==================== block 1
**config.mk**
```make
export PLATFORM = sky130hd
export DESIGN_NAME = shuffle_index_gen_flat
export DESIGN_NICKNAME = d
export VERILOG_FILES = /design/src/rtl/shuffle_index_gen_if.sv /design/src/rtl/shuffle_index_gen.sv /design/src/flat_wrapper.sv
export SDC_FILE = /design/constraint.sdc
export NUM_CORES = 1
export LEC_CHECK = 0
export CAP_MARGIN = 20
export CORE_AREA = 2 2 151 153
export DETAILED_ROUTE_END_ITERATION = 16
export DIE_AREA = 0 0 153 155
export SLEW_MARGIN = 20
export SYNTH_ARGS = -nofsm -noshare
export SYNTH_HDL_FRONTEND = slang
export SYNTH_SLANG_ARGS = --single-unit
```
**constraint.sdc**
```tcl
create_clock -name clk -period 8.5 [get_ports clk]
set_input_delay 1.275 -clock clk [delete_from_list [all_inputs] [get_ports clk]]
set_output_delay 1.275 -clock clk [all_outputs]
set_load 0.02 [all_outputs]
```
**src/rtl/shuffle_index_gen_if.sv**
```systemverilog
// rtl/shuffle_index_gen_if.sv - shuffled index stream between the shuffler and the sample fetcher
interface shuffle_index_gen_if #(
    parameter int IDX_W = 4
);
    logic             idx_valid;
    logic             idx_ready;
    logic [IDX_W-1:0] idx_data;
    logic             idx_last;

    modport master (output idx_valid, output idx_data, output idx_last, input idx_ready);
    modport slave  (input idx_valid, input idx_data, input idx_last, output idx_ready);
endinterface

```
**src/rtl/shuffle_index_gen.sv**
```systemverilog
// rtl/shuffle_index_gen.sv - LFSR-driven Fisher-Yates permutation generator for epoch sample order
module shuffle_index_gen #(
    parameter int          N_MAX = 16,
    parameter int          IDX_W = $clog2(N_MAX),
    parameter logic [15:0] SEED  = 16'hACE1
) (
    input  logic               clk,
    input  logic               rst_n,
    input  logic               start,
    input  logic [IDX_W:0]     n_samples,
    input  logic               seed_load,
    input  logic [15:0]        seed,
    output logic               busy,
    output logic               done,
    shuffle_index_gen_if.master idx
);
    typedef enum logic [2:0] {IDLE, INIT, PICK, OUT, DONE} state_t;

    localparam int             PW      = 17 + IDX_W;
    localparam logic [IDX_W:0] N_MAX_V = (IDX_W+1)'(N_MAX);
    localparam logic [IDX_W:0] ONE     = (IDX_W+1)'(1);

    state_t           state, state_nx;
    logic [15:0]      lfsr, lfsr_next;
    logic [IDX_W:0]   n, rem, n_clamp;
    logic [IDX_W-1:0] i, j, pick_j, last_i, tail_i;
    logic [IDX_W-1:0] data_r;
    logic             last_r;
    logic [IDX_W-1:0] tbl [N_MAX];

    assign lfsr_next = {1'b0, lfsr[15:1]} ^ (lfsr[0] ? 16'hB400 : 16'h0000);
    // Scaling by rem keeps j strictly below rem without a modulo.
    assign pick_j    = IDX_W'((PW'(lfsr_next) * PW'(rem)) >> 16);
    assign n_clamp   = (n_samples > N_MAX_V) ? N_MAX_V : n_samples;
    assign last_i    = IDX_W'(n - ONE);
    assign tail_i    = IDX_W'(rem - ONE);

    always_ff @(posedge clk or negedge rst_n) begin
        if (!rst_n) state <= IDLE;
        else        state <= state_nx;
    end

    always_comb begin
        state_nx = state;
        case (state)
            IDLE: if (start) state_nx = (n_samples == '0) ? DONE : INIT;
            INIT: if (i == last_i) state_nx = PICK;
            PICK: state_nx = OUT;
            OUT:  if (idx.idx_ready) state_nx = (rem == ONE) ? DONE : PICK;
            DONE: state_nx = IDLE;
            default: state_nx = IDLE;
        endcase
    end

    always_comb begin
        busy          = (state != IDLE);
        done          = (state == DONE);
        idx.idx_valid = (state == OUT);
        idx.idx_data  = data_r;
        idx.idx_last  = last_r;
    end

    always_ff @(posedge clk or negedge rst_n) begin
        if (!rst_n) begin
            lfsr   <= SEED;
            n      <= '0;
            rem    <= '0;
            i      <= '0;
            j      <= '0;
            data_r <= '0;
            last_r <= 1'b0;
        end else begin
            case (state)
                IDLE: begin
                    // Seed loads in the same cycle as start; the LFSR only steps in PICK.
                    if (seed_load) lfsr <= (seed == 16'h0000) ? 16'hACE1 : seed;
                    if (start) begin
                        n   <= n_clamp;
                        rem <= n_clamp;
                        i   <= '0;
                    end
                end
                INIT: i <= i + 1'b1;
                PICK: begin
                    lfsr   <= lfsr_next;
                    j      <= pick_j;
                    data_r <= tbl[pick_j];
                    last_r <= (rem == ONE);
                end
                OUT:  if (idx.idx_ready) rem <= rem - ONE;
                DONE: last_r <= 1'b0;
                default: ;
            endcase
        end
    end

    always_ff @(posedge clk) begin
        if (state == INIT) tbl[i] <= i;
        else if (state == OUT && idx.idx_ready) tbl[j] <= tbl[tail_i];
    end
endmodule
```
**src/flat_wrapper.sv**
```systemverilog
// flat-port wrapper written by rule: the top's interface ports become plain ports
module shuffle_index_gen_flat 
#(
    parameter int          N_MAX = 16,
    parameter int          IDX_W = $clog2(N_MAX),
    parameter logic [15:0] SEED  = 16'hACE1
)
  (clk, rst_n, start, n_samples, seed_load, seed, busy, done, idx_idx_valid, idx_idx_data, idx_idx_last, idx_idx_ready);
  shuffle_index_gen_if #(.IDX_W(IDX_W)) idx_i ();
  input  logic clk;
  input  logic rst_n;
  input  logic start;
  input  logic [IDX_W:0] n_samples;
  input  logic seed_load;
  input  logic [15:0] seed;
  output logic busy;
  output logic done;
  output wire logic [$bits(idx_i.idx_valid)-1:0] idx_idx_valid;
  output wire logic [$bits(idx_i.idx_data)-1:0] idx_idx_data;
  output wire logic [$bits(idx_i.idx_last)-1:0] idx_idx_last;
  input wire logic [$bits(idx_i.idx_ready)-1:0] idx_idx_ready;
  assign idx_idx_valid = idx_i.idx_valid;
  assign idx_idx_data = idx_i.idx_data;
  assign idx_idx_last = idx_i.idx_last;
  assign idx_i.idx_ready = idx_idx_ready;
  shuffle_index_gen #(.N_MAX(N_MAX), .IDX_W(IDX_W), .SEED(SEED)) u_core (.clk(clk), .rst_n(rst_n), .start(start), .n_samples(n_samples), .seed_load(seed_load), .seed(seed), .busy(busy), .done(done), .idx(idx_i));
endmodule
```
==================== block 2
===== config.mk =====
export PLATFORM = sky130hd
export DESIGN_NAME = if_id_branch_resolve
export DESIGN_NICKNAME = d
export VERILOG_FILES = /design/src/rtl/if_id_branch_resolve.sv
export SDC_FILE = /design/constraint.sdc
export NUM_CORES = 1
export LEC_CHECK = 0
export ABC_AREA = 1
export CORE_MARGIN = 1
export CORE_UTILIZATION = 51
export CTS_BUF_LIST = sky130_fd_sc_hd__clkbuf_4 sky130_fd_sc_hd__clkbuf_8 sky130_fd_sc_hd__clkbuf_16
export CTS_CLUSTER_DIAMETER = 30
export CTS_CLUSTER_SIZE = 8
export DETAILED_ROUTE_END_ITERATION = 12
export PLACE_DENSITY = 0.87
export SLEW_MARGIN = 10
export SYNTH_ARGS = -nofsm -noshare
export SYNTH_HDL_FRONTEND = slang
export SYNTH_SLANG_ARGS = --single-unit

===== constraint.sdc =====
create_clock -name clk -period 9.4 [get_ports clk]
set_input_delay 1.41 -clock clk [delete_from_list [all_inputs] [get_ports clk]]
set_output_delay 1.41 -clock clk [all_outputs]
set_load 0.01 [all_outputs]

===== src/rtl/if_id_branch_resolve.sv =====
// IF/ID pipeline register with decode-stage resolution of B/BR against the fetched 2-bit prediction.
// Issues fetch redirects, squashes the wrong-path slot and counts branches and mispredicts (saturating).
module if_id_branch_resolve #(
    parameter int          CNT_W       = 16,
    parameter logic [15:0] BUBBLE_INST = 16'h0000
) (
    input  logic             clk,
    input  logic             rst,
    input  logic             stall,
    input  logic [15:0]      PC_curr,
    input  logic [15:0]      PC_next,
    input  logic [15:0]      PC_inst,
    input  logic [1:0]       prediction,
    input  logic [15:0]      predicted_target,
    input  logic [2:0]       flags,
    input  logic [15:0]      Rs_data,
    output logic [15:0]      IF_ID_PC_curr,
    output logic [15:0]      IF_ID_PC_next,
    output logic [15:0]      IF_ID_inst,
    output logic [1:0]       IF_ID_prediction,
    output logic [15:0]      IF_ID_predicted_target,
    output logic             IF_ID_valid,
    output logic             actual_taken,
    output logic [15:0]      actual_target,
    output logic             wen_BHT,
    output logic             wen_BTB,
    output logic             update_PC,
    output logic [CNT_W-1:0] branch_count,
    output logic [CNT_W-1:0] mispredict_count
);

    logic [15:0]      r_pc_curr;
    logic [15:0]      r_pc_next;
    logic [15:0]      r_inst;
    logic [1:0]       r_pred;
    logic [15:0]      r_pred_tgt;
    logic             r_valid;
    logic [CNT_W-1:0] r_branch_cnt;
    logic [CNT_W-1:0] r_mispred_cnt;

    logic             w_is_b;
    logic             w_is_br;
    logic             w_br;
    logic             w_z;
    logic             w_v;
    logic             w_n;
    logic             w_cond;
    logic [15:0]      w_seq;
    logic [15:0]      w_b_off;
    logic [15:0]      w_target;
    logic             w_taken;
    logic             w_wen_bht;
    logic             w_wen_btb;
    logic             w_update_pc;

    // Flag vector is packed {Z,V,N}.
    assign w_z     = flags[2];
    assign w_v     = flags[1];
    assign w_n     = flags[0];

    assign w_is_b  = (r_inst[15:12] == 4'b1100);
    assign w_is_br = (r_inst[15:12] == 4'b1101);
    assign w_br    = r_valid & (w_is_b | w_is_br);

    // Sign-extended imm9 shifted left by one; the top sign bit falls off the 16-bit result.
    assign w_seq    = r_pc_curr + 16'd2;
    assign w_b_off  = {{6{r_inst[8]}}, r_inst[8:0], 1'b0};
    assign w_target = w_is_br ? Rs_data : (w_seq + w_b_off);

    always_comb begin
        w_cond = 1'b0;
        case (r_inst[11:9])
            3'b000: w_cond = ~w_z;
            3'b001: w_cond = w_z;
            3'b010: w_cond = ~w_z & ~w_n;
            3'b011: w_cond = w_n;
            3'b100: w_cond = w_z | (~w_z & ~w_n);
            3'b101: w_cond = w_n | w_z;
            3'b110: w_cond = w_v;
            3'b111: w_cond = 1'b1;
            default: w_cond = 1'b0;
        endcase
    end

    // NOTE: every output gets a default first so no path through this block can infer a latch.
    always_comb begin
        w_taken       = 1'b0;
        actual_target = w_seq;
        w_wen_bht     = 1'b0;
        w_wen_btb     = 1'b0;
        w_update_pc   = 1'b0;
        if (!stall) begin
            if (w_br) begin
                w_wen_bht     = 1'b1;
                w_taken       = w_cond;
                actual_target = w_cond ? w_target : w_seq;
                w_wen_btb     = w_cond;
                w_update_pc   = (w_cond != r_pred[1]) |
                                (w_cond & r_pred[1] & (r_pred_tgt != w_target));
            end else if (r_valid && r_pred[1]) begin
                // Non-branch that fetch predicted taken: redirect to the sequential PC and retrain.
                w_wen_bht   = 1'b1;
                w_update_pc = 1'b1;
            end
        end
    end

    // NOTE: sequential state uses non-blocking assignments so every register samples pre-edge values.
    always_ff @(posedge clk or posedge rst) begin
        if (rst) begin
            r_pc_curr  <= 16'h0000;
            r_pc_next  <= 16'h0000;
            r_inst     <= BUBBLE_INST;
            r_pred     <= 2'b00;
            r_pred_tgt <= 16'h0000;
            r_valid    <= 1'b0;
        end else if (!stall) begin
            if (w_update_pc) begin
                r_pc_curr  <= 16'h0000;
                r_pc_next  <= 16'h0000;
                r_inst     <= BUBBLE_INST;
                r_pred     <= 2'b00;
                r_pred_tgt <= 16'h0000;
                r_valid    <= 1'b0;
            end else begin
                r_pc_curr  <= PC_curr;
                r_pc_next  <= PC_next;
                r_inst     <= PC_inst;
                r_pred     <= prediction;
                r_pred_tgt <= predicted_target;
                r_valid    <= 1'b1;
            end
        end
    end

    always_ff @(posedge clk or posedge rst) begin
        if (rst) begin
            r_branch_cnt  <= '0;
            r_mispred_cnt <= '0;
        end else begin
            if (w_br && !stall && !(&r_branch_cnt)) begin
                r_branch_cnt <= r_branch_cnt + CNT_W'(1);
            end
            if (w_update_pc && !(&r_mispred_cnt)) begin
                r_mispred_cnt <= r_mispred_cnt + CNT_W'(1);
            end
        end
    end

    assign IF_ID_PC_curr          = r_pc_curr;
    assign IF_ID_PC_next          = r_pc_next;
    assign IF_ID_inst             = r_inst;
    assign IF_ID_prediction       = r_pred;
    assign IF_ID_predicted_target = r_pred_tgt;
    assign IF_ID_valid            = r_valid;
    assign actual_taken           = w_taken;
    assign wen_BHT                = w_wen_bht;
    assign wen_BTB                = w_wen_btb;
    assign update_PC              = w_update_pc;
    assign branch_count           = r_branch_cnt;
    assign mispredict_count       = r_mispred_cnt;

endmodule

==================== block 3
`config.mk`:
```
export PLATFORM = sky130hd
export DESIGN_NAME = ospfb_capture_ctrl_flat
export DESIGN_NICKNAME = d
export VERILOG_FILES = /design/src/rtl/ospfb_capture_ctrl_if.sv /design/src/rtl/ospfb_capture_ctrl.sv /design/src/flat_wrapper.sv
export SDC_FILE = /design/constraint.sdc
export NUM_CORES = 1
export LEC_CHECK = 0
export CELL_PAD_IN_SITES_DETAIL_PLACEMENT = 0
export CELL_PAD_IN_SITES_GLOBAL_PLACEMENT = 2
export CORE_UTILIZATION = 25
export CTS_CLUSTER_SIZE = 16
export DETAILED_ROUTE_END_ITERATION = 7
export PLACE_DENSITY_LB_ADDON = 0.1
export SYNTH_ARGS = -nofsm -noshare
export SYNTH_HDL_FRONTEND = slang
export SYNTH_SLANG_ARGS = --single-unit
```
`constraint.sdc`:
```
create_clock -name clk -period 4.6 [get_ports clk]
set_clock_uncertainty 0.15 [all_clocks]
set_input_delay 0.69 -clock clk [delete_from_list [all_inputs] [get_ports clk]]
set_output_delay 0.69 -clock clk [all_outputs]
set_load 0.1 [all_outputs]
```
`src/rtl/ospfb_capture_ctrl_if.sv`:
```
// ---------------------------------------------------------------------------
// ospfb_capture_ctrl_if
// AXI-Stream style sample bus between the OSPFB output and the capture
// sequencer.
//
// Parameters:
//   WIDTH   tdata width (one packed complex sample per beat)
//
// Signals:
//   tdata   sample word, driven by the master
//   tvalid  sample valid, driven by the master
//   tlast   last beat of an FFT frame, driven by the master
//   tready  accept, driven by the slave
//
// Modports:
//   master  the OSPFB side (drives tdata/tvalid/tlast)
//   slave   the capture side (drives tready)
// ---------------------------------------------------------------------------
interface ospfb_capture_ctrl_if #(
  parameter int WIDTH = 64
);

  logic [WIDTH-1:0] tdata;
  logic             tvalid;
  logic             tlast;
  logic             tready;

  modport master (
    output tdata,
    output tvalid,
    output tlast,
    input  tready
  );

  modport slave (
    input  tdata,
    input  tvalid,
    input  tlast,
    output tready
  );

endinterface

```
`src/rtl/ospfb_capture_ctrl.sv`:
```
// ---------------------------------------------------------------------------
// ospfb_capture_ctrl
// Sequences capture of OSPFB output frames into a simple dual-port capture
// RAM. After an arm pulse the block waits for a frame boundary (a beat with
// tlast), then writes FRAMES*FFT_LEN consecutive beats starting at address 0
// and raises full. While capturing it records tlast misalignment and counts
// FFT overflow events.
//
// Parameters:
//   FFT_LEN   beats per frame
//   FRAMES    frames per capture
//   WIDTH     tdata width
//   DEPTH     FFT_LEN*FRAMES RAM words (derived)
//   ADDR_W    RAM address width (derived)
//
// Ports:
//   clk                 single clock
//   rst                 asynchronous active-high reset
//   en                  global enable; 0 stalls the stream and freezes state
//   arm                 1-cycle pulse: start a new capture
//   clear               1-cycle pulse: abandon/acknowledge, return to IDLE
//   s_axis              sample stream (slave modport), tready = en
//   event_fft_overflow  FFT overflow pulse
//   ram_we/addr/wdata   registered RAM write port (1 cycle after the beat)
//   full                capture complete
//   busy                waiting for a frame boundary or capturing
//   frame_cnt           completed frames in this capture
//   tlast_err           sticky tlast misalignment flag
//   ovf_cnt             saturating overflow count seen while capturing
//
// Build option:
//   OSPFB_CAPTURE_OVF_ABORT_EN  when defined, an overflow while capturing
//                               ends the capture on the next edge (full=1).
// ---------------------------------------------------------------------------
module ospfb_capture_ctrl #(
  parameter int  FFT_LEN = 2048,
  parameter int  FRAMES  = 32,
  parameter int  WIDTH   = 64,
  localparam int DEPTH   = FFT_LEN * FRAMES,
  localparam int ADDR_W  = $clog2(DEPTH),
  localparam int FCNT_W  = $clog2(FRAMES + 1)
) (
  input  logic                  clk,
  input  logic                  rst,
  input  logic                  en,
  input  logic                  arm,
  input  logic                  clear,
  ospfb_capture_ctrl_if.slave   s_axis,
  input  logic                  event_fft_overflow,
  output logic                  ram_we,
  output logic [ADDR_W-1:0]     ram_addr,
  output logic [WIDTH-1:0]      ram_wdata,
  output logic                  full,
  output logic                  busy,
  output logic [FCNT_W-1:0]     frame_cnt,
  output logic                  tlast_err,
  output logic [15:0]           ovf_cnt
);

  localparam int WCNT_W = (FFT_LEN > 1) ? $clog2(FFT_LEN) : 1;
  localparam logic [ADDR_W-1:0] LAST_ADDR = ADDR_W'(DEPTH - 1);
  localparam logic [WCNT_W-1:0] LAST_WORD = WCNT_W'(FFT_LEN - 1);

  typedef enum logic [1:0] {
    ST_IDLE,
    ST_SYNC,
    ST_CAPTURE,
    ST_DONE
  } state_t;

  state_t              state;
  state_t              state_next;
  logic                beat;
  logic                write_beat;
  logic                clear_stats;
  logic                ovf_hit;
  logic                enter_done;
  logic [ADDR_W-1:0]   addr_cnt;
  logic [WCNT_W-1:0]   word_cnt;

  // The only backpressure is the global enable, so a beat is simply a valid
  // sample while enabled.
  assign s_axis.tready = en;
  assign beat          = s_axis.tvalid & en;
  assign busy          = (state == ST_SYNC) || (state == ST_CAPTURE);
  assign enter_done    = (state == ST_CAPTURE) && (state_next == ST_DONE);

  // State register. Everything interesting happens in the next-state logic;
  // reset drops straight back to IDLE and discards any capture in progress.
  always_ff @(posedge clk or posedge rst) begin
    if (rst) begin
      state <= ST_IDLE;
    end else begin
      state <= state_next;
    end
  end

  // Next-state and control strobes. clear is evaluated last so it wins over
  // arm and over any write in the same cycle. arm is only honoured from IDLE
  // and DONE. Beats are gated by en, so a stall freezes SYNC and CAPTURE.
  always_comb begin
    state_next  = state;
    clear_stats = 1'b0;
    write_beat  = 1'b0;
    ovf_hit     = 1'b0;
    unique case (state)
      ST_IDLE: begin
        if (arm) begin
          state_next  = ST_SYNC;
          clear_stats = 1'b1;
        end
      end
      ST_SYNC: begin
        if (beat && s_axis.tlast) begin
          state_next = ST_CAPTURE;
        end
      end
      ST_CAPTURE: begin
        write_beat = beat;
        ovf_hit    = en & event_fft_overflow;
        if (beat && (addr_cnt == LAST_ADDR)) begin
          state_next = ST_DONE;
        end
`ifdef OSPFB_CAPTURE_OVF_ABORT_EN
        if (ovf_hit) begin
          state_next = ST_DONE;
        end
`endif
      end
      ST_DONE: begin
        if (arm) begin
          state_next  = ST_SYNC;
          clear_stats = 1'b1;
        end
      end
      default: begin
        state_next = ST_IDLE;
      end
    endcase
    if (clear) begin
      state_next  = ST_IDLE;
      clear_stats = 1'b1;
      write_beat  = 1'b0;
      ovf_hit     = 1'b0;
    end
  end

  // Address and in-frame word counters. They sit at zero outside CAPTURE so
  // the beat after the aligning tlast lands on address 0 / word 0. The word
  // counter free-runs and is never re-aligned by a misplaced tlast.
  always_ff @(posedge clk or posedge rst) begin
    if (rst) begin
      addr_cnt <= '0;
      word_cnt <= '0;
    end else if (state != ST_CAPTURE) begin
      addr_cnt <= '0;
      word_cnt <= '0;
    end else if (write_beat) begin
      addr_cnt <= (addr_cnt == LAST_ADDR) ? '0 : addr_cnt + ADDR_W'(1);
      word_cnt <= (word_cnt == LAST_WORD) ? '0 : word_cnt + WCNT_W'(1);
    end
  end

  // Registered RAM write port. ram_we follows each accepted beat by one
  // cycle, so it drops the cycle after en falls; address and data hold their
  // last written value between writes.
  always_ff @(posedge clk or posedge rst) begin
    if (rst) begin
      ram_we    <= 1'b0;
      ram_addr  <= '0;
      ram_wdata <= '0;
    end else begin
      ram_we <= write_beat;
      if (write_beat) begin
        ram_addr  <= addr_cnt;
        ram_wdata <= s_axis.tdata;
      end
    end
  end

  // Capture status. full rises on the same edge as the final write (or the
  // overflow abort). tlast_err is set when tlast disagrees with the frame
  // boundary the word counter expects. ovf_cnt saturates rather than wraps.
  always_ff @(posedge clk or posedge rst) begin
    if (rst) begin
      full      <= 1'b0;
      frame_cnt <= '0;
      tlast_err <= 1'b0;
      ovf_cnt   <= '0;
    end else if (clear_stats) begin
      full      <= 1'b0;
      frame_cnt <= '0;
      tlast_err <= 1'b0;
      ovf_cnt   <= '0;
    end else begin
      if (enter_done) begin
        full <= 1'b1;
      end
      if (write_beat && (word_cnt == LAST_WORD)) begin
        frame_cnt <= frame_cnt + FCNT_W'(1);
      end
      if (write_beat && (s_axis.tlast != (word_cnt == LAST_WORD))) begin
        tlast_err <= 1'b1;
      end
      if (ovf_hit && (ovf_cnt != 16'hFFFF)) begin
        ovf_cnt <= ovf_cnt + 16'd1;
      end
    end
  end

endmodule
```
`src/flat_wrapper.sv`:
```
// flat-port wrapper written by rule: the top's interface ports become plain ports
module ospfb_capture_ctrl_flat 
#(
  parameter int  FFT_LEN = 2048,
  parameter int  FRAMES  = 32,
  parameter int  WIDTH   = 64,
  localparam int DEPTH   = FFT_LEN * FRAMES,
  localparam int ADDR_W  = $clog2(DEPTH),
  localparam int FCNT_W  = $clog2(FRAMES + 1)
)
  (clk, rst, en, arm, clear, event_fft_overflow, ram_we, ram_addr, ram_wdata, full, busy, frame_cnt, tlast_err, ovf_cnt, s_axis_tdata, s_axis_tvalid, s_axis_tlast, s_axis_tready);
  ospfb_capture_ctrl_if #(.WIDTH(WIDTH)) s_axis_i ();
  input  logic clk;
  input  logic rst;
  input  logic en;
  input  logic arm;
  input  logic clear;
  input  logic event_fft_overflow;
  output logic ram_we;
  output logic [ADDR_W-1:0] ram_addr;
  output logic [WIDTH-1:0] ram_wdata;
  output logic full;
  output logic busy;
  output logic [FCNT_W-1:0] frame_cnt;
  output logic tlast_err;
  output logic [15:0] ovf_cnt;
  input wire logic [$bits(s_axis_i.tdata)-1:0] s_axis_tdata;
  input wire logic [$bits(s_axis_i.tvalid)-1:0] s_axis_tvalid;
  input wire logic [$bits(s_axis_i.tlast)-1:0] s_axis_tlast;
  output wire logic [$bits(s_axis_i.tready)-1:0] s_axis_tready;
  assign s_axis_i.tdata = s_axis_tdata;
  assign s_axis_i.tvalid = s_axis_tvalid;
  assign s_axis_i.tlast = s_axis_tlast;
  assign s_axis_tready = s_axis_i.tready;
  ospfb_capture_ctrl #(.FFT_LEN(FFT_LEN), .FRAMES(FRAMES), .WIDTH(WIDTH)) u_core (.clk(clk), .rst(rst), .en(en), .arm(arm), .clear(clear), .s_axis(s_axis_i), .event_fft_overflow(event_fft_overflow), .ram_we(ram_we), .ram_addr(ram_addr), .ram_wdata(ram_wdata), .full(full), .busy(busy), .frame_cnt(frame_cnt), .tlast_err(tlast_err), .ovf_cnt(ovf_cnt));
endmodule
```
==================== block 4
<file path="config.mk">
export PLATFORM = sky130hd
export DESIGN_NAME = column_scan_driver
export DESIGN_NICKNAME = d
export VERILOG_FILES = /design/src/rtl/column_scan_pkg.sv /design/src/rtl/column_scan_driver_tx.sv /design/src/rtl/column_scan_driver.sv
export SDC_FILE = /design/constraint.sdc
export NUM_CORES = 1
export LEC_CHECK = 0
export ABC_AREA = 1
export CORE_ASPECT_RATIO = 1.75
export CORE_UTILIZATION = 50
export CTS_BUF_LIST = sky130_fd_sc_hd__clkbuf_4 sky130_fd_sc_hd__clkbuf_8 sky130_fd_sc_hd__clkbuf_16
export DETAILED_ROUTE_END_ITERATION = 6
export HOLD_SLACK_MARGIN = 0.12
export PLACE_DENSITY = 0.74
export SETUP_SLACK_MARGIN = 0.1
export SLEW_MARGIN = 30
export SYNTH_ARGS = -nofsm -noshare
export SYNTH_HDL_FRONTEND = slang
export SYNTH_SLANG_ARGS = --single-unit
</file>
<file path="constraint.sdc">
create_clock -name clk -period 1.1 [get_ports clk]
set_input_delay 0.22 -clock clk [delete_from_list [all_inputs] [get_ports clk]]
set_output_delay 0.22 -clock clk [all_outputs]
set_load 0.02 [all_outputs]
</file>
<file path="src/rtl/column_scan_pkg.sv">
// Shared types and helpers for the column-scan driver.
package column_scan_pkg;

    typedef enum logic [2:0] {
        S_STARTUP,
        S_IDLE,
        S_SHIFT,
        S_BLANK,
        S_LATCH
    } scan_state_t;

    localparam logic TOKEN_FIRST = 1'b0;
    localparam logic TOKEN_NEXT  = 1'b1;

    function automatic int col_idx_w(input int num_cols);
        return (num_cols > 1) ? $clog2(num_cols) : 1;
    endfunction

endpackage

</file>
<file path="src/rtl/column_scan_driver_tx.sv">
// Serialiser for the external shift-register chain: ser_data changes while
// ser_clk is low, each bit spans 2*CLK_DIV cycles, ser_clk idles low.
module scan_shift_tx #(
    parameter int SHIFT_W   = 8,
    parameter int CLK_DIV   = 1,
    parameter int MSB_FIRST = 1
) (
    input  logic               clk,
    input  logic               rst,
    input  logic               start,
    input  logic [SHIFT_W-1:0] data,
    output logic               busy,
    output logic               done,
    output logic               ser_clk,
    output logic               ser_data
);

    localparam int DW = (CLK_DIV > 1) ? $clog2(CLK_DIV) : 1;
    localparam int BW = $clog2(SHIFT_W + 1);

    logic [SHIFT_W-1:0] sreg;
    logic [DW-1:0]      div_cnt;
    logic [BW-1:0]      bits_left;
    logic               half_end;

    assign half_end = (div_cnt == DW'(CLK_DIV - 1));
    // Combinational so the owner can leave SHIFT on the same edge ser_clk falls.
    assign done = busy && ser_clk && half_end && (bits_left == BW'(1));

    always_ff @(posedge clk or posedge rst) begin
        if (rst) begin
            busy      <= 1'b0;
            sreg      <= '0;
            div_cnt   <= '0;
            bits_left <= '0;
            ser_clk   <= 1'b0;
            ser_data  <= 1'b0;
        end else if (!busy) begin
            if (start) begin
                busy      <= 1'b1;
                div_cnt   <= '0;
                bits_left <= BW'(SHIFT_W);
                ser_clk   <= 1'b0;
                ser_data  <= (MSB_FIRST != 0) ? data[SHIFT_W-1] : data[0];
                sreg      <= (MSB_FIRST != 0) ? (data << 1) : (data >> 1);
            end
        end else if (half_end) begin
            div_cnt <= '0;
            if (!ser_clk) begin
                ser_clk <= 1'b1;
            end else begin
                ser_clk   <= 1'b0;
                bits_left <= bits_left - 1'b1;
                if (bits_left == BW'(1)) begin
                    busy <= 1'b0;
                end else begin
                    ser_data <= (MSB_FIRST != 0) ? sreg[SHIFT_W-1] : sreg[0];
                    sreg     <= (MSB_FIRST != 0) ? (sreg << 1) : (sreg >> 1);
                end
            end
        end else begin
            div_cnt <= div_cnt + 1'b1;
        end
    end

endmodule

</file>
<file path="src/rtl/column_scan_driver.sv">
// Column-select driver: builds a token word per select pulse, shifts it into
// the external chain, blanks the outputs and pulses STCP to latch it.
module column_scan_driver
    import column_scan_pkg::*;
#(
    parameter int NUM_COLS     = 8,
    parameter int SHIFT_W      = 8,
    parameter int EXTRA_BITS   = 1,
    parameter int CLK_DIV      = 1,
    parameter int BLANK_CYCLES = 2,
    parameter int ENABLE_AFTER = 2,
    parameter int MSB_FIRST    = 1
) (
    input  logic                             clk,
    input  logic                             rst,
    input  logic                             select_first,
    input  logic                             select_next,
    input  logic [EXTRA_BITS-1:0]            extra_bits,
    output logic                             ready,
    output logic [col_idx_w(NUM_COLS)-1:0]   column_idx,
    output logic                             overrun,
    output logic                             wrap_err,
    output logic                             ser_clk,
    output logic                             ser_data,
    output logic                             ser_stcp,
    output logic                             ser_n_enable
);

    localparam int CW = col_idx_w(NUM_COLS);
    localparam int BW = (BLANK_CYCLES > 1) ? $clog2(BLANK_CYCLES) : 1;
    localparam int EW = (ENABLE_AFTER > 0) ? $clog2(ENABLE_AFTER + 1) : 1;

    scan_state_t        state, state_next;
    logic [SHIFT_W-1:0] word, new_word;
    logic [BW-1:0]      blank_cnt;
    logic [EW-1:0]      en_cnt;
    logic               tx_start, tx_busy, tx_done;
    logic               enabled, pend_en, tok_q, startup_q;
    logic               sel, last_col, en_at_target;

    assign sel          = select_first | select_next;
    assign last_col     = (column_idx == CW'(NUM_COLS - 1));
    assign en_at_target = (int'(en_cnt) == ENABLE_AFTER);
    assign ready        = (state == S_IDLE) && !tx_busy;
    assign ser_stcp     = (state == S_LATCH);

    always_comb begin
        new_word                 = '1;
        new_word[0]              = select_first ? TOKEN_FIRST : TOKEN_NEXT;
        new_word[EXTRA_BITS:1]   = extra_bits;
    end

    always_ff @(posedge clk or posedge rst) begin
        if (rst) state <= S_STARTUP;
        else     state <= state_next;
    end

    always_comb begin
        state_next = state;
        case (state)
            S_STARTUP: state_next = S_SHIFT;
            S_IDLE:    if (sel) state_next = S_SHIFT;
            S_SHIFT:   if (tx_done) state_next = (BLANK_CYCLES > 0) ? S_BLANK : S_LATCH;
            S_BLANK:   if (int'(blank_cnt) >= BLANK_CYCLES - 1) state_next = S_LATCH;
            S_LATCH:   state_next = S_IDLE;
            default:   state_next = S_STARTUP;
        endcase
    end

    always_ff @(posedge clk or posedge rst) begin
        if (rst) begin
            word         <= '1;
            tx_start     <= 1'b0;
            blank_cnt    <= '0;
            en_cnt       <= '0;
            enabled      <= 1'b0;
            pend_en      <= 1'b0;
            tok_q        <= TOKEN_NEXT;
            startup_q    <= 1'b0;
            column_idx   <= '0;
            overrun      <= 1'b0;
            wrap_err     <= 1'b0;
            ser_n_enable <= 1'b1;
        end else begin
            tx_start <= 1'b0;
            if (sel && !ready) overrun <= 1'b1;
            // The enable decision uses the count before this select bumps it.
            case (state)
                S_STARTUP: begin
                    word      <= '1;
                    tok_q     <= TOKEN_NEXT;
                    startup_q <= 1'b1;
                    pend_en   <= en_at_target;
                    tx_start  <= 1'b1;
                end
                S_IDLE: if (sel) begin
                    word      <= new_word;
                    tok_q     <= select_first ? TOKEN_FIRST : TOKEN_NEXT;
                    startup_q <= 1'b0;
                    pend_en   <= en_at_target;
                    tx_start  <= 1'b1;
                    if (select_first && !en_at_target) en_cnt <= en_cnt + 1'b1;
                    if (!select_first && last_col) wrap_err <= 1'b1;
                end
                S_BLANK: blank_cnt <= blank_cnt + 1'b1;
                S_LATCH: begin
                    if (pend_en) enabled <= 1'b1;
                    ser_n_enable <= !(enabled || pend_en);
                end
                default: ;
            endcase
            if (state_next == S_BLANK && state != S_BLANK) begin
                ser_n_enable <= 1'b1;
                blank_cnt    <= '0;
            end
            if (state_next == S_LATCH && state != S_LATCH && !startup_q)
                column_idx <= (tok_q == TOKEN_FIRST || last_col) ? '0 : column_idx + 1'b1;
        end
    end

    scan_shift_tx #(
        .SHIFT_W  (SHIFT_W),
        .CLK_DIV  (CLK_DIV),
        .MSB_FIRST(MSB_FIRST)
    ) u_tx (
        .clk     (clk),
        .rst     (rst),
        .start   (tx_start),
        .data    (word),
        .busy    (tx_busy),
        .done    (tx_done),
        .ser_clk (ser_clk),
        .ser_data(ser_data)
    );

endmodule

</file>
Figure 1. Pin placement (block 1).
Scale bar: 50 um. Pins as bars across the die edge, other pins in gray.
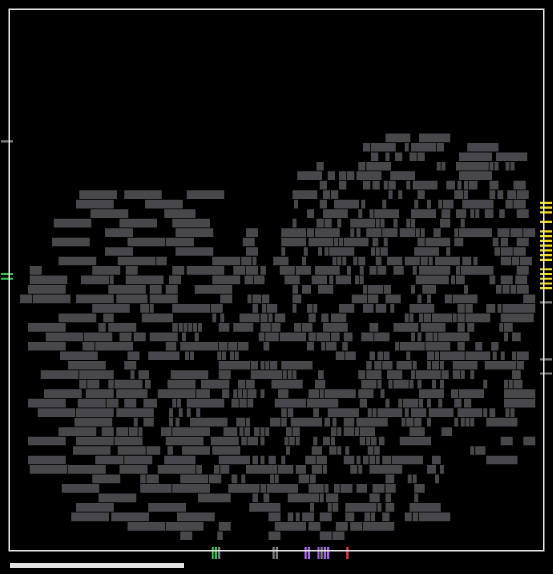
`idx_idx_data` -> green  # pins 4, direction output, edge 2 south, 2 west
`n_samples` -> purple  # pins 5, direction input, edge south
`busy` -> red  # pins 1, direction output, edge south
`seed` -> yellow  # pins 16, direction input, edge east
all pins by edge = 19 east, 12 south, 3 west
die height: 155 um
Die Span X: 153 um
IO Port Bufs: 33

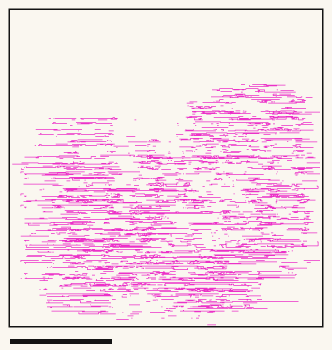
Figure 2: block 1, the metal 1 layer.
Scale bar: 50 um.
wire length on this layer = 8,330 um
share of all routed wire = 46%
main direction = horizontal
nets with wire on the layer = 743
M1 GR Usage: 0.218
drt total wl: 18.0 mm
vias: 5,315

==> impl_metrics.ini, block 1 <==
; flow metrics
[status]
status = finished clean

[routing]
drt_pass1_iterations = 4
wl_met2_mm = 8.56
dr_wl_met3_um = 799

[timing]
relSlewSlack = 0.333
fin_crit_sh = 0.685

[critical_path]
critical_path.top_delay_family = adder cells
critPathLaunch = u_core.lfsr[0]

[cells_and_area]
nNetsFinal = 804

[clock_network]
cts_buffers = 9
postCtsSetupBuffers = 0

[synthesis]
syn_area_sq_um = 7560
avgSynthCellArea_sq_um = 10.8
mux_area_frac = 0.116

[global_route]
top_usage_layer = met2
block 1: worst min-delay path by stage:
stage,startpoint,end
floorplan,u_core.j[1],u_core.j[1]
global placement,u_core.j[1],u_core.j[1]
detailed placement,u_core.lfsr[14],u_core.lfsr[14]
CTS,u_core.lfsr[14],u_core.lfsr[14]
global route,u_core.j[1],u_core.j[1]
finish,u_core.lfsr[14],u_core.lfsr[14]
block 1: registers in the layout, indices dropped and copies added, names as in the netlist:
name and flops:
u_core.tbl 64, u_core.lfsr 16, u_core.rem 5, u_core.i 4, u_core.idx.idx_data 4, u_core.j 4, u_core.n 4, u_core.state 3
u_core.idx.idx_last 1
block 1: cells in the mapped netlist (all sizes together), types with 5 or more instances:
cell and instances:
nand2 83, inv 71, edfxtp 64, and2 54
nor2 47, fa 40, dfrtp 33, ha 30
clkbuf 29, mux4 27, o21ai 23, mux2i 22
xnor2 16, nor3 15, a22oi 14, a21oi 13
nand3 11, a31oi 9, buf 9, dfstp 8
nor4 6, o31ai 6, o211ai 5
block 1: tightest hold or removal path, stage by stage, from the launching register on:
cell,delay [ns]
dfrtp_1,0.36
nand2_1,0.05
nand2_1,0.06
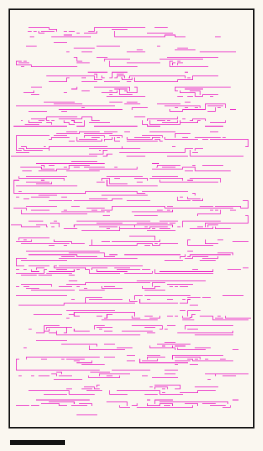
Figure 3: block 4, the metal 1 layer.
Scale bar: 10 um.
longest straight run = 17.9 um
main direction = horizontal
wire length on this layer = 2,100 um
share of all routed wire = 34%
drt total wl: 6.14 mm
M1 GR Usage: 0.348
vias: 1,591

==> impl_metrics.ini, block 4 <==
; flow metrics
[status]
status = complete, but fails checks
violations = setup timing

[synthesis]
yosys.cell_types.count = 23
ys_area_sq_um = 1570
ys_ff = 32
ys.flop_type = dfrtp_1

[clock_network]
clk_pin_slew_ns = 0.08
cts_max_path_buffers = 2

[timing]
relSlewSlack = 0.772
rsz0062_at_grt = yes
layout_setup_ws_ns = -0.294
slew_viol_final = 0
setup-tns-final_ns = -5.45
finalSetupViolCount = 35

[cells_and_area]
final_util = 0.907
lay_top_count = nand2_1
largest_reg_flops = 7
largestRegisters = u_tx.sreg x7, u_tx.bits_left x4
drive_above_1_share = 0.583

[critical_path]
r2r_setup_slack_ns = -0.27
r2r_cells = 8
critical-path-max-stage-delay_ns = 0.41
worstPathArrival_ns = 1.17
critical_path.top_delay_family = flip-flops
cp_num_buf_inv = 2
critPathLaunch = state[1]

[routing]
via_per_inst = 5.41
drt-met1-wl_mm = 2.10
dr_wl_met3_um = 285

[place]
dpl-instance-area_sq_um = 2120
numPortBuffers = 14

[floorplan]
ioPinCount = 15

[hold_path]
min_path_type = input port to asynchronous set/reset pin

[global_route]
grt_pass1_wl_mm = 8.30
use_met3 = 0.0782
## block 4: worst min-delay path by stage
stage,startpoint,endpoint,cells after the start
2_1_floorplan,rst,blank_cnt,1
3_3_place_gp,u_tx.sreg[7],u_tx.sreg[7],2
3_5_place_dp,startup_q,startup_q,2
4_1_cts,rst,en_cnt[0],3
5_1_grt,rst,pend_en,3
6_report,rst,pend_en,3
## block 4: layout make-up
class / count / share of cell area
clock buffers: 6 / 0.0308
multi-input cells: 128 / 0.379
inverters: 26 / 0.0419
flip-flops and latches: 32 / 0.302
well taps: 42 / 0.0196
clock inverters: 2 / 0.00373
repair buffers: 58 / 0.223
## block 4: cell families (layout without fill, tap and decap cells)
family	Yosys count	in the layout	synth area share
flip-flops	32	32	0.512
AND/OR/NAND/NOR	114	114	0.328
XOR/XNOR	2	2	0.0112
AND-OR/OR-AND	7	7	0.0335
buffers and inverters	27	92	0.0749
adder cells (fa/ha/maj)	5	5	0.0398
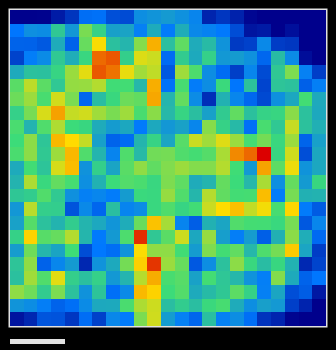
Figure 4: block 2, wire density map.
Scale bar: 20 um. The die is cut into 23 by 23 equal tiles; dark blue is low, red is high, scaled to the fullest tile. Values are wire area over tile area, all layers added.
tiles over half the peak = 36%
emptiest ninth of the die = north-east
mean over tiles = 0.23
fullest tile = 0.56
nearly empty tiles = 3.6%
GR Util All Layers: 0.297
Wirelength per Cell: 14.8 um
drt total wl: 18.8 mm

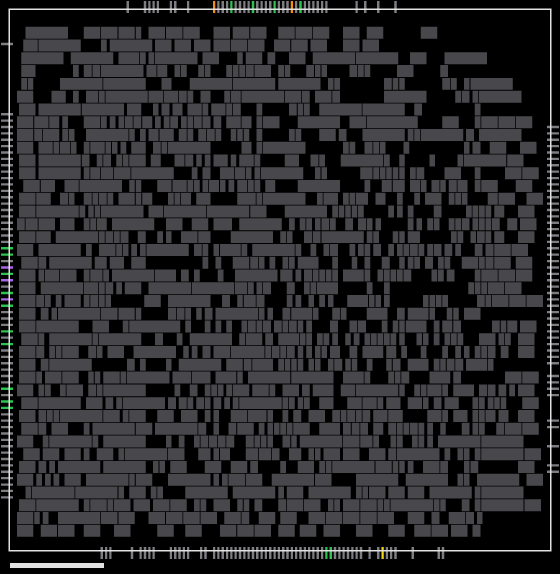
Figure 5: block 2, pin placement.
Scale bar: 20 um. Pins as bars across the die edge, other pins in gray.
`flags` -> purple  # pins 3, direction input, edge west
`PC_inst` -> green  # pins 16, direction input, edge 10 west, 4 north, 2 south
`IF_ID_prediction` -> orange  # pins 2, direction output, edge north
`wen_BTB` -> yellow  # pins 1, direction output, edge south
all pins by edge = 62 west, 59 south, 47 east, 39 north
Die Span X: 115 um
IO Port Bufs: 206

==> impl_metrics.ini, block 2 <==
; flow metrics
[status]
status = finished clean

[timing]
relSlewSlack = 0.344
setup-tns-final_ns = 0
max_freq_ghz = 0.158
fin_crit_sh = 0.672
finalCriticalPeriod_ns = 6.31
fin_skew_ns = 0.00780
layout_setup_ws_ns = 3.09

[synthesis]
syn_inst = 909
edf_count = 0
yosys.area.top_type = dfrtp_1
yosys.cell_count.top_type = nand2_1
ys.flop_type = dfrtp_1

[clock_network]
cts_buffers = 9
ctsResizeCount = 0
postCtsSetupBuffers = 0
htreeDepth = 3

[cells_and_area]
final_util = 0.733
drive_above_1_share = 0.0490

[global_route]
antenna_found_initial = 0
grt_start_max_net_pins = 79

[job]
max_cap_violations = 0
warnings = 30

[critical_path]
path_depth = 26
timing.rr.end = IF_ID_PC_curr[2]
cp-start-kind = flop
r2r_cells = 26

[place]
dpl-instance-area_sq_um = 8620
pre_cts_ws_ns = 3.52

[floorplan]
fp-row-count = 40
dieArea_sq_um = 13200
core_area_sq_um = 12200
fp_util = 0.533

[routing]
vias = 6547
## block 2: kinds of logic (layout without fill, tap and decap cells)
logic type,after synthesis,in the layout,synth area share
buffers and inverters,130,324,0.0861
AND/OR/NAND/NOR,578,578,0.401
XOR/XNOR,42,42,0.0565
flip-flops,99,99,0.380
AND-OR/OR-AND,37,37,0.0307
adder cells (fa/ha/maj),23,23,0.0453
## block 2: state kept, by name, indices dropped and copies added (netlist names)
register,flops
IF_ID_PC_curr,16
IF_ID_PC_next,16
IF_ID_inst,16
IF_ID_predicted_target,16
IF_ID_prediction,2
IF_ID_valid,1
branch_count,16
mispredict_count,16
## block 2: area by class of cell
cell class / count / area [sq um]
clock inverters: 7 / 100
clock buffers: 9 / 225
repair buffers: 210 / 2090
well taps: 168 / 210
inverters: 98 / 370
multi-input cells: 680 / 3480
flip-flops and latches: 99 / 2480
fillers: 1009 / 3270
## block 2: layer usage
metal  global-route usage  wire [um]  up-vias
met4                0.126        588        0
li1                     -          -     3270
met1                0.378       8040     3016
met3               0.0654       1360       36
met5                    0          0        -
met2                0.490       8810      225
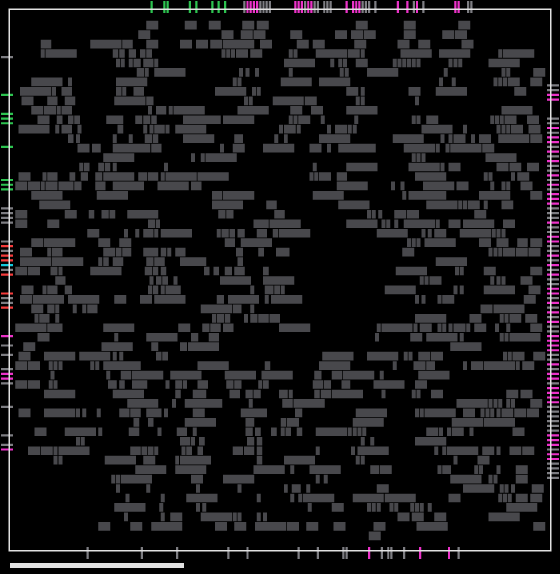
Figure 6: block 3, pin placement.
Scale bar: 50 um. Pins as bars across the die edge, other pins in gray.
`s_axis_tdata` -> magenta  # pins 64, direction input, edge 39 east, 18 north, 4 west, 3 south
`frame_cnt` -> red  # pins 6, direction output, edge west
`s_axis_tvalid` -> cyan  # pins 1, direction input, edge west
`ovf_cnt` -> green  # pins 16, direction output, edge 8 west, 8 north
all pins by edge = 81 east, 45 north, 36 west, 17 south
Die Span X: 155 um
die height: 155 um
IO Port Bufs: 178

==> impl_metrics.ini, block 3 <==
; flow metrics
[timing]
finalCriticalPeriod_ns = 3.35

[place]
place.detailed.hpwl_mm = 10.8

[synthesis]
ys_ff = 134
ys.flop_type = dfrtp_1
avgSynthCellArea_sq_um = 9.20

[status]
status = finished clean

[floorplan]
ioPinCount = 179
dieArea_sq_um = 24100

[critical_path]
r2r_cells = 8
worstSetupEndpointType = flop

[clock_network]
ctsResizeCount = 0

[cells_and_area]
nonClkBufAreaFrac = 0.210
sh_comb_area = 0.273
top_register = u_core.ram_wdata

[global_route]
antenna_found_initial = 1
## block 3: layer usage
metal  wire (um)  GRT usage  part of all wire
met1        8220      0.191              0.50
met4         123     0.0364            0.0074
met5           0          0                 0
met2        7200      0.217              0.43
met3        1040     0.0485             0.063
## block 3: stage by stage
stage | cells | utilization | hold slack (ns)
final | 1138 | 0.378 | 0.323
after CTS | 1138 | 0.378 | 0.328
after detailed placement | 1106 | 0.348 | 0.312
after floorplan | 639 | - | 0.322
after global placement | 1106 | 0.348 | 0.307
after global routing | 1138 | 0.378 | 0.338
## block 3: tightest hold or removal path, delay by kind of cell, from the launching register on
family | cells | cell delay, ns
simple gates | 2 | 0.11
flops | 1 | 0.34


==> screenshots <==
Sequential cells colored by netlist name.
panel A
Scale bar: 50 um. Other sequential cells in the stronger gray, the rest of the logic in the fainter gray.
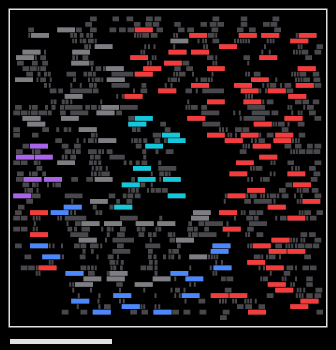
panel B
Scale bar: 10 um. Other sequential cells in the stronger gray, the rest of the logic in the fainter gray.
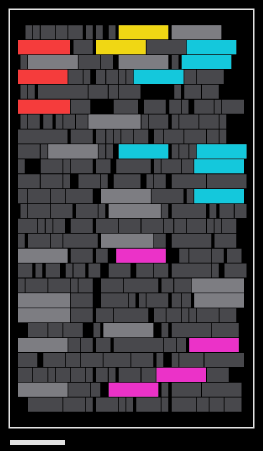
panel C
Scale bar: 50 um. Other sequential cells in the stronger gray, the rest of the logic in the fainter gray.
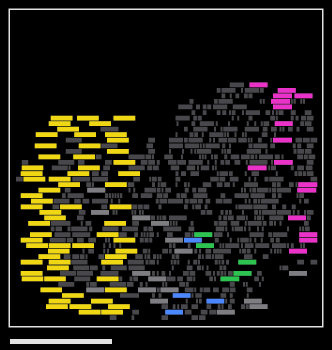
- smallest die: panel B
- fewest sequential cells: panel B
| picture | from |
|---|---|
| panel C | block 1 |
| panel A | block 3 |
| panel B | block 4 |


## Gallery

Clock nets.
Plate I
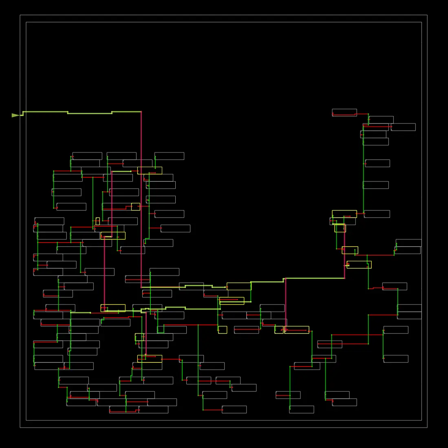
Plate II
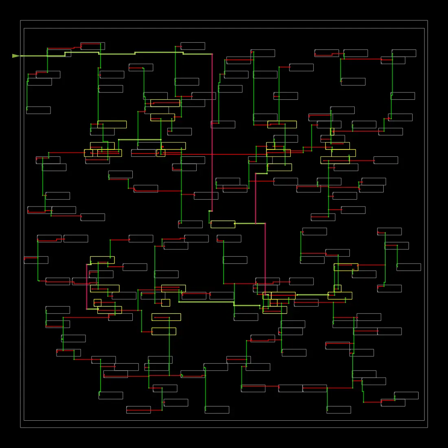
Plate III
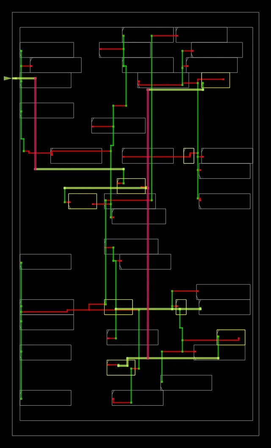
Plate IV
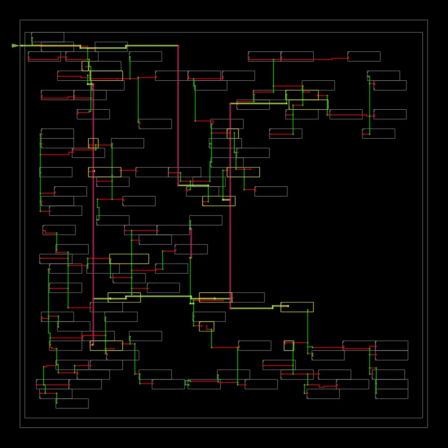
- block 3 = Plate II
- block 1 = Plate I
- block 2 = Plate IV
- block 4 = Plate III
- fewest sequential cells: Plate III
- most clock buffers: Plate II

